# imm_gen_pipe

**config.mk**
```make
export PLATFORM = sky130hd
export DESIGN_NAME = imm_gen_pipe
export DESIGN_NICKNAME = d
export VERILOG_FILES = /design/src/rtl/imm_gen_pipe.sv
export SDC_FILE = /design/constraint.sdc
export NUM_CORES = 1
export LEC_CHECK = 0
export ABC_CLOCK_PERIOD_IN_PS = 7840
export CAP_MARGIN = 5
export CORE_MARGIN = 10
export CORE_UTILIZATION = 40
export DETAILED_ROUTE_END_ITERATION = 6
export HOLD_SLACK_MARGIN = 0.03
export PLACE_DENSITY_LB_ADDON = 0.1
export SYNTH_ARGS = -nofsm -noshare
export SYNTH_HDL_FRONTEND = slang
export SYNTH_SLANG_ARGS = --single-unit
```
**constraint.sdc**
```tcl
create_clock -name clk -period 7.84 [get_ports clk]
set_clock_uncertainty 0.05 [all_clocks]
set_input_delay 0.784 -clock clk [delete_from_list [all_inputs] [get_ports clk]]
set_output_delay 0.784 -clock clk [all_outputs]
set_load 0.05 [all_outputs]
```
**src/rtl/imm_gen_pipe.sv**
```systemverilog
// RV32I/RV64I immediate generator: combinational decode of the incoming word,
// registered into a small output FIFO with valid/ready on both sides.
module imm_gen_pipe #(
    parameter int XLEN  = 32,
    parameter int DEPTH = 2,
    parameter int CNT_W = 16
) (
    input  logic             clk,
    input  logic             rst_n,
    input  logic             in_valid,
    output logic             in_ready,
    input  logic [31:0]      inst_code,
    output logic             out_valid,
    input  logic             out_ready,
    output logic [XLEN-1:0]  imm_out,
    output logic [2:0]       imm_fmt,
    output logic             imm_illegal,
    output logic [CNT_W-1:0] illegal_cnt
);
    localparam int AW = $clog2(DEPTH);
    localparam int CW = AW + 1;
    localparam logic [AW:0] FULL = CW'(DEPTH);

    localparam logic [2:0] FMT_NONE  = 3'd0;
    localparam logic [2:0] FMT_I     = 3'd1;
    localparam logic [2:0] FMT_S     = 3'd2;
    localparam logic [2:0] FMT_B     = 3'd3;
    localparam logic [2:0] FMT_U     = 3'd4;
    localparam logic [2:0] FMT_J     = 3'd5;
    localparam logic [2:0] FMT_SHAMT = 3'd6;

    typedef struct packed {
        logic [XLEN-1:0] imm;
        logic [2:0]      fmt;
        logic            ill;
    } entry_t;

    entry_t      dec;
    logic [31:0] imm32;
    logic        is_shift;

    assign is_shift = (inst_code[14:12] == 3'b001) || (inst_code[14:12] == 3'b101);

    // Everything is built as a 32-bit value first; bit 31 is then replicated
    // up to XLEN. Shift amounts always have bit 31 clear, so they zero-extend.
    always_comb begin
        imm32 = '0;
        dec   = '0;
        case (inst_code[6:0])
            7'b0000011, 7'b1100111: begin
                dec.fmt = FMT_I;
                imm32   = {{20{inst_code[31]}}, inst_code[31:20]};
            end
            7'b0010011: begin
                if (is_shift) begin
                    dec.fmt = FMT_SHAMT;
                    imm32   = {26'b0, (XLEN == 64) ? inst_code[25] : 1'b0, inst_code[24:20]};
                end else begin
                    dec.fmt = FMT_I;
                    imm32   = {{20{inst_code[31]}}, inst_code[31:20]};
                end
            end
            7'b0011011: begin
                if (XLEN != 64) begin
                    dec.ill = 1'b1;
                end else if (is_shift) begin
                    dec.fmt = FMT_SHAMT;
                    imm32   = {27'b0, inst_code[24:20]};
                end else begin
                    dec.fmt = FMT_I;
                    imm32   = {{20{inst_code[31]}}, inst_code[31:20]};
                end
            end
            7'b0100011: begin
                dec.fmt = FMT_S;
                imm32   = {{20{inst_code[31]}}, inst_code[31:25], inst_code[11:7]};
            end
            7'b1100011: begin
                dec.fmt = FMT_B;
                imm32   = {{19{inst_code[31]}}, inst_code[31], inst_code[7],
                           inst_code[30:25], inst_code[11:8], 1'b0};
            end
            7'b0110111, 7'b0010111: begin
                dec.fmt = FMT_U;
                imm32   = {inst_code[31:12], 12'b0};
            end
            7'b1101111: begin
                dec.fmt = FMT_J;
                imm32   = {{11{inst_code[31]}}, inst_code[31], inst_code[19:12],
                           inst_code[20], inst_code[30:21], 1'b0};
            end
            7'b0110011, 7'b1110011, 7'b0001111: begin
                dec.fmt = FMT_NONE;
            end
            7'b0111011: begin
                dec.ill = (XLEN != 64);
            end
            default: begin
                dec.ill = 1'b1;
            end
        endcase
        dec.imm       = {XLEN{imm32[31]}};
        dec.imm[31:0] = imm32;
    end

    entry_t          mem [DEPTH];
    entry_t          last;
    entry_t          head;
    logic [AW-1:0]   wr_ptr;
    logic [AW-1:0]   rd_ptr;
    logic [AW:0]     count;
    logic            accept;
    logic            pop;

    assign in_ready  = (count < FULL);
    assign out_valid = (count != '0);
    assign accept    = in_valid && in_ready;
    assign pop       = out_valid && out_ready;

    always_ff @(posedge clk) begin
        if (accept) mem[wr_ptr] <= dec;
    end

    always_ff @(posedge clk or negedge rst_n) begin
        if (!rst_n) begin
            wr_ptr      <= '0;
            rd_ptr      <= '0;
            count       <= '0;
            last        <= '0;
            illegal_cnt <= '0;
        end else begin
            if (accept) wr_ptr <= wr_ptr + 1'b1;
            if (pop) begin
                rd_ptr <= rd_ptr + 1'b1;
                last   <= mem[rd_ptr];
            end
            case ({accept, pop})
                2'b10:   count <= count + 1'b1;
                2'b01:   count <= count - 1'b1;
                default: count <= count;
            endcase
            if (accept && dec.ill && (illegal_cnt != '1))
                illegal_cnt <= illegal_cnt + 1'b1;
        end
    end

    // An empty FIFO keeps presenting whatever was popped last (zero after reset).
    assign head        = out_valid ? mem[rd_ptr] : last;
    assign imm_out     = head.imm;
    assign imm_fmt     = head.fmt;
    assign imm_illegal = head.ill;
endmodule
```
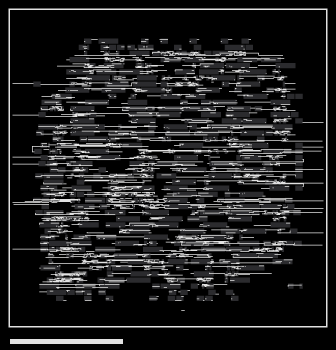
*The metal 1 layer, imm_gen_pipe*
Bar = 50 microns. Cells faint in the background.
The wires run mostly horizontal. The layer holds 43% of the routed length. 557 nets have wire on it. The layer carries 5710 microns of wire. The longest straight run is 40.9 microns.

==> flow_summary.rst <==
Run summary
-----------

.. list-table::
   :header-rows: 1

   * - Metric
     - Value
   * - Outcome
     - finished clean
   * - Reported sequential group power
     - 0.00102 W
   * - Post-synth tally of flip-flops with integrated enable
     - 72
   * - Post-place instance area
     - 6810 sq um
   * - Area fraction in compound gates
     - 11.7%
   * - Maximum vdd ir drop
     - about 390 uV
   * - Category of the worst setup path launch point
     - flip-flop
   * - Total congestion overflow after global routing
     - 0
   * - Setup repair after global routing missed its margin
     - no
   * - Max clock buf depth
     - 2
   * - Sequential power share
     - between 30% and 40%
   * - Launching instance or port of the critical path
     - rd_ptr$_DFFE_PN0P_
   * - Port Buffers
     - 89
   * - Critical Path RT
     - 7010 ps
   * - Latency at later pin
     - 410 ps
   * - Post-synthesis cell type with the largest combined area
     - edfxtp_1
   * - Kind of critical path
     - flip-flop to output port
   * - Instance count along the most critical hold path
     - 2
   * - Number of cells produced by synthesis
     - 491
   * - Global-route met1 utilization
     - between 10% and 20%
   * - R2R Setup Slk
     - 5240 ps
   * - Dominant class by area
     - sequential cells
   * - Setup violations, final
     - 0
   * - Average wire length per cell after detail routing
     - 17.1 microns
   * - Share of the final layout cell area in multi-input gates
     - 28.2%
   * - Cts hold-fix bufs
     - 0
   * - H-Tree Level Count
     - 4

# fifo_access_sched

### The metal 1 layer, fifo_access_sched

Bar = 20 microns. Cells faint in the background.
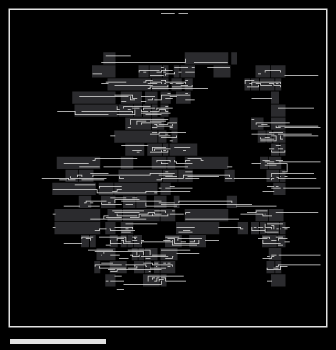
### M2 wires, fifo_access_sched

Cells faint in the background.
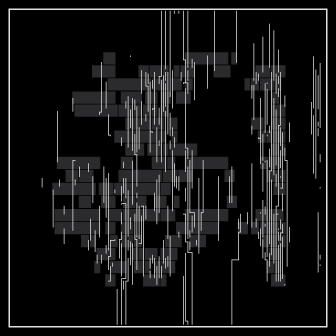
### Signal wires on met3, fifo_access_sched

Bar = 20 microns. Cells faint in the background.
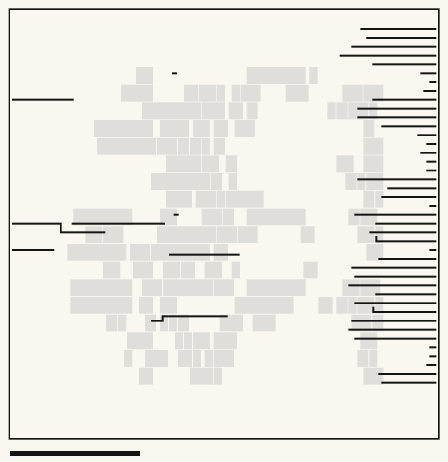
===== src/rtl/fifo_access_sched.sv =====
// Shared-access scheduler in front of a 16-entry counting FIFO: round-robin write arbitration
// with bounded bursts, and read/write collision resolution by alternating priority.
module fifo_access_sched #(
  parameter int unsigned NREQ      = 4,
  parameter int unsigned DW        = 8,
  parameter int unsigned MAX_BURST = 4
) (
  input  logic                 clk,
  input  logic                 rst_n,
  input  logic [NREQ-1:0]      req,
  input  logic [NREQ*DW-1:0]   wdata,
  output logic [NREQ-1:0]      gnt,
  output logic                 wack,
  input  logic                 rd_req,
  output logic                 rack,
  input  logic                 fifo_full,
  input  logic                 fifo_empty,
  output logic                 fifo_wr,
  output logic                 fifo_rd,
  output logic [DW-1:0]        fifo_din,
  output logic [2:0]           owner
);

  typedef enum logic [0:0] {StIdle, StBurst} state_e;

  state_e          state_q, state_d;
  logic [NREQ-1:0] gnt_q, gnt_d;
  logic [2:0]      owner_q, owner_d;
  logic [2:0]      last_q, last_d;
  logic [3:0]      beat_q, beat_d;
  logic            rd_pri_q, rd_pri_d;

  logic            found;
  logic [2:0]      winner;
  logic            req_own;
  logic            wr_pend, rd_pend;
  logic            wr_go, rd_go;
  logic [DW-1:0]   din;

  // Round-robin search: first set bit above last, then wrap to the bits at or below last.
  always_comb begin
    found  = 1'b0;
    winner = 3'd0;
    for (int j = 0; j < NREQ; j++) begin
      if (!found && req[j] && (j > int'(last_q))) begin
        found  = 1'b1;
        winner = 3'(j);
      end
    end
    for (int j = 0; j < NREQ; j++) begin
      if (!found && req[j] && (j <= int'(last_q))) begin
        found  = 1'b1;
        winner = 3'(j);
      end
    end
  end

  // gnt_q is one-hot on the owner while bursting, so masking avoids a wide index.
  assign req_own = |(req & gnt_q);

  always_comb begin
    din = '0;
    if (state_q == StBurst) begin
      for (int j = 0; j < NREQ; j++) begin
        if (gnt_q[j]) din = wdata[j*DW +: DW];
      end
    end
  end

  assign wr_pend = (state_q == StBurst) && req_own && !fifo_full;
  assign rd_pend = rd_req && !fifo_empty;
  assign wr_go   = wr_pend && !(rd_pend && rd_pri_q);
  assign rd_go   = rd_pend && !(wr_pend && !rd_pri_q);

  always_comb begin
    state_d  = state_q;
    gnt_d    = gnt_q;
    owner_d  = owner_q;
    last_d   = last_q;
    beat_d   = beat_q;
    rd_pri_d = (wr_pend && rd_pend) ? !rd_pri_q : rd_pri_q;
    case (state_q)
      StIdle: begin
        if (found) begin
          state_d = StBurst;
          for (int j = 0; j < NREQ; j++) gnt_d[j] = (3'(j) == winner);
          owner_d = winner;
          last_d  = winner;
          beat_d  = 4'd0;
        end
      end
      StBurst: begin
        if (wr_go) beat_d = beat_q + 4'd1;
        if (!req_own || (wr_go && (beat_q == 4'(MAX_BURST - 1)))) begin
          state_d = StIdle;
          gnt_d   = '0;
          owner_d = 3'd0;
          beat_d  = 4'd0;
        end
      end
      default: begin
        state_d = StIdle;
        gnt_d   = '0;
        owner_d = 3'd0;
        beat_d  = 4'd0;
      end
    endcase
  end

  always_ff @(posedge clk or negedge rst_n) begin
    if (!rst_n) begin
      state_q  <= StIdle;
      gnt_q    <= '0;
      owner_q  <= 3'd0;
      last_q   <= 3'(NREQ - 1);
      beat_q   <= 4'd0;
      rd_pri_q <= 1'b0;
    end else begin
      state_q  <= state_d;
      gnt_q    <= gnt_d;
      owner_q  <= owner_d;
      last_q   <= last_d;
      beat_q   <= beat_d;
      rd_pri_q <= rd_pri_d;
    end
  end

  assign gnt      = gnt_q;
  assign owner    = owner_q;
  assign wack     = wr_go;
  assign fifo_wr  = wr_go;
  assign rack     = rd_go;
  assign fifo_rd  = rd_go;
  assign fifo_din = din;

endmodule


===== config.mk =====
export PLATFORM = sky130hd
export DESIGN_NAME = fifo_access_sched
export DESIGN_NICKNAME = d
export VERILOG_FILES = /design/src/rtl/fifo_access_sched.sv
export SDC_FILE = /design/constraint.sdc
export NUM_CORES = 1
export LEC_CHECK = 0
export CAP_MARGIN = 10
export CORE_MARGIN = 8
export CORE_UTILIZATION = 45
export CTS_CLUSTER_DIAMETER = 80
export DETAILED_ROUTE_END_ITERATION = 12
export DONT_BUFFER_PORTS = 1
export HOLD_SLACK_MARGIN = 0.06
export PLACE_DENSITY = 0.68
export SETUP_SLACK_MARGIN = 0.05
export SLEW_MARGIN = 15
export SYNTH_ARGS = -nofsm -noshare
export SYNTH_HDL_FRONTEND = slang
export SYNTH_SLANG_ARGS = --single-unit

===== constraint.sdc =====
create_clock -name clk -period 2.4 [get_ports clk]
set_input_delay 0.24 -clock clk [delete_from_list [all_inputs] [get_ports clk]]
set_output_delay 0.24 -clock clk [all_outputs]
set_load 0.01 [all_outputs]

==> flow_summary.rst <==
Run summary
-----------

.. list-table::
   :header-rows: 1

   * - Metric
     - Value
   * - Power in combinational cells
     - 0.000672 W
   * - Critical path endpoint
     - fifo_rd
   * - First-pass GRT wire length
     - 4.28 mm
   * - Metal2 WL
     - between 1 and 1.5 mm
   * - Detailed-route wire length
     - slightly below 3 mm
   * - Comb. cell area
     - 686 sq um
   * - Post-Route Utilization
     - a little under half
   * - Outcome
     - finished clean
   * - Area fraction in compound gates
     - 34.2%
   * - Post-placement worst setup slack
     - 476 ps
   * - Number of cells produced by synthesis
     - between 100 and 150
   * - Top power group
     - combinational logic
   * - Number of setup buffers added after CTS
     - 0
   * - Cell count in the Yosys report
     - 127
   * - Max_slew headroom
     - 56.5%
   * - Final instance area
     - ~1100 sq um
   * - Total congestion overflow after global routing
     - 0
   * - Capture endpoint of the worst hold path
     - rd_pri_q$_DFFE_PN0P_
   * - Logic depth of the worst path, buffers included
     - 4
   * - Clock-pin slew reported for the worst setup and hold paths after clock tree synthesis
     - 90 ps
   * - Signed area change from the synthesized netlist to the final layout
     - 1.79%
   * - Fraction of area in registers
     - 31.0%
   * - H-Tree Level Count
     - 1
   * - TNS Setup
     - 0 ps
   * - Category of the worst setup path launch point
     - flip-flop
Notes on 'The metal 1 layer' of fifo_access_sched above:
The longest straight run is 18.9 microns. The layer holds 37% of the routed length.

Notes on 'M2 wires' of fifo_access_sched above:
The layer carries 1400 microns of wire. The wires run mostly vertical. The layer holds 48% of the routed length.

Notes on 'Signal wires on met3' of fifo_access_sched above:
The wires run mostly horizontal. The layer carries 388 microns of wire.



==> gallery <==
Where the registers sit.
Other sequential cells in the stronger grey, the rest of the logic in the fainter grey.
(a)
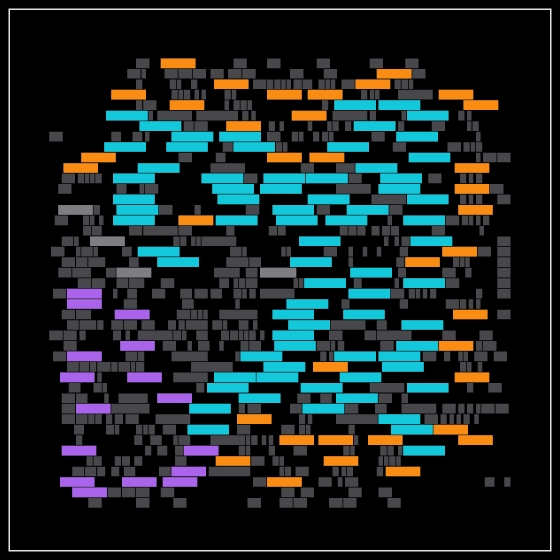
(b)
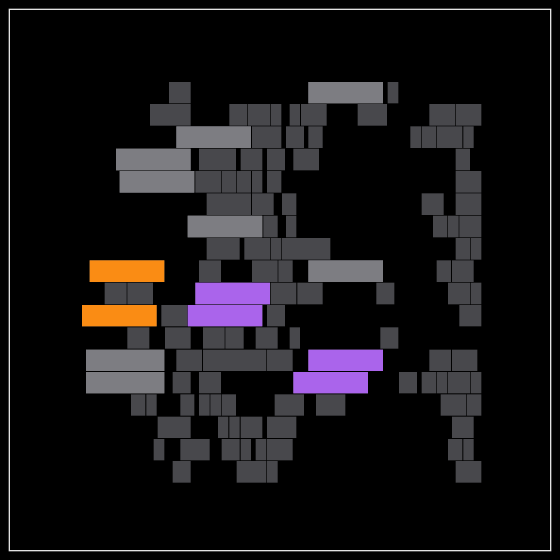
(b) is fifo_access_sched.
(a) is imm_gen_pipe.

Key to (b):
Orange is owner, flops 2. Purple is gnt, flops 4, where centre.

Power figures rest on the tool's default switching activity, not on a simulated workload.
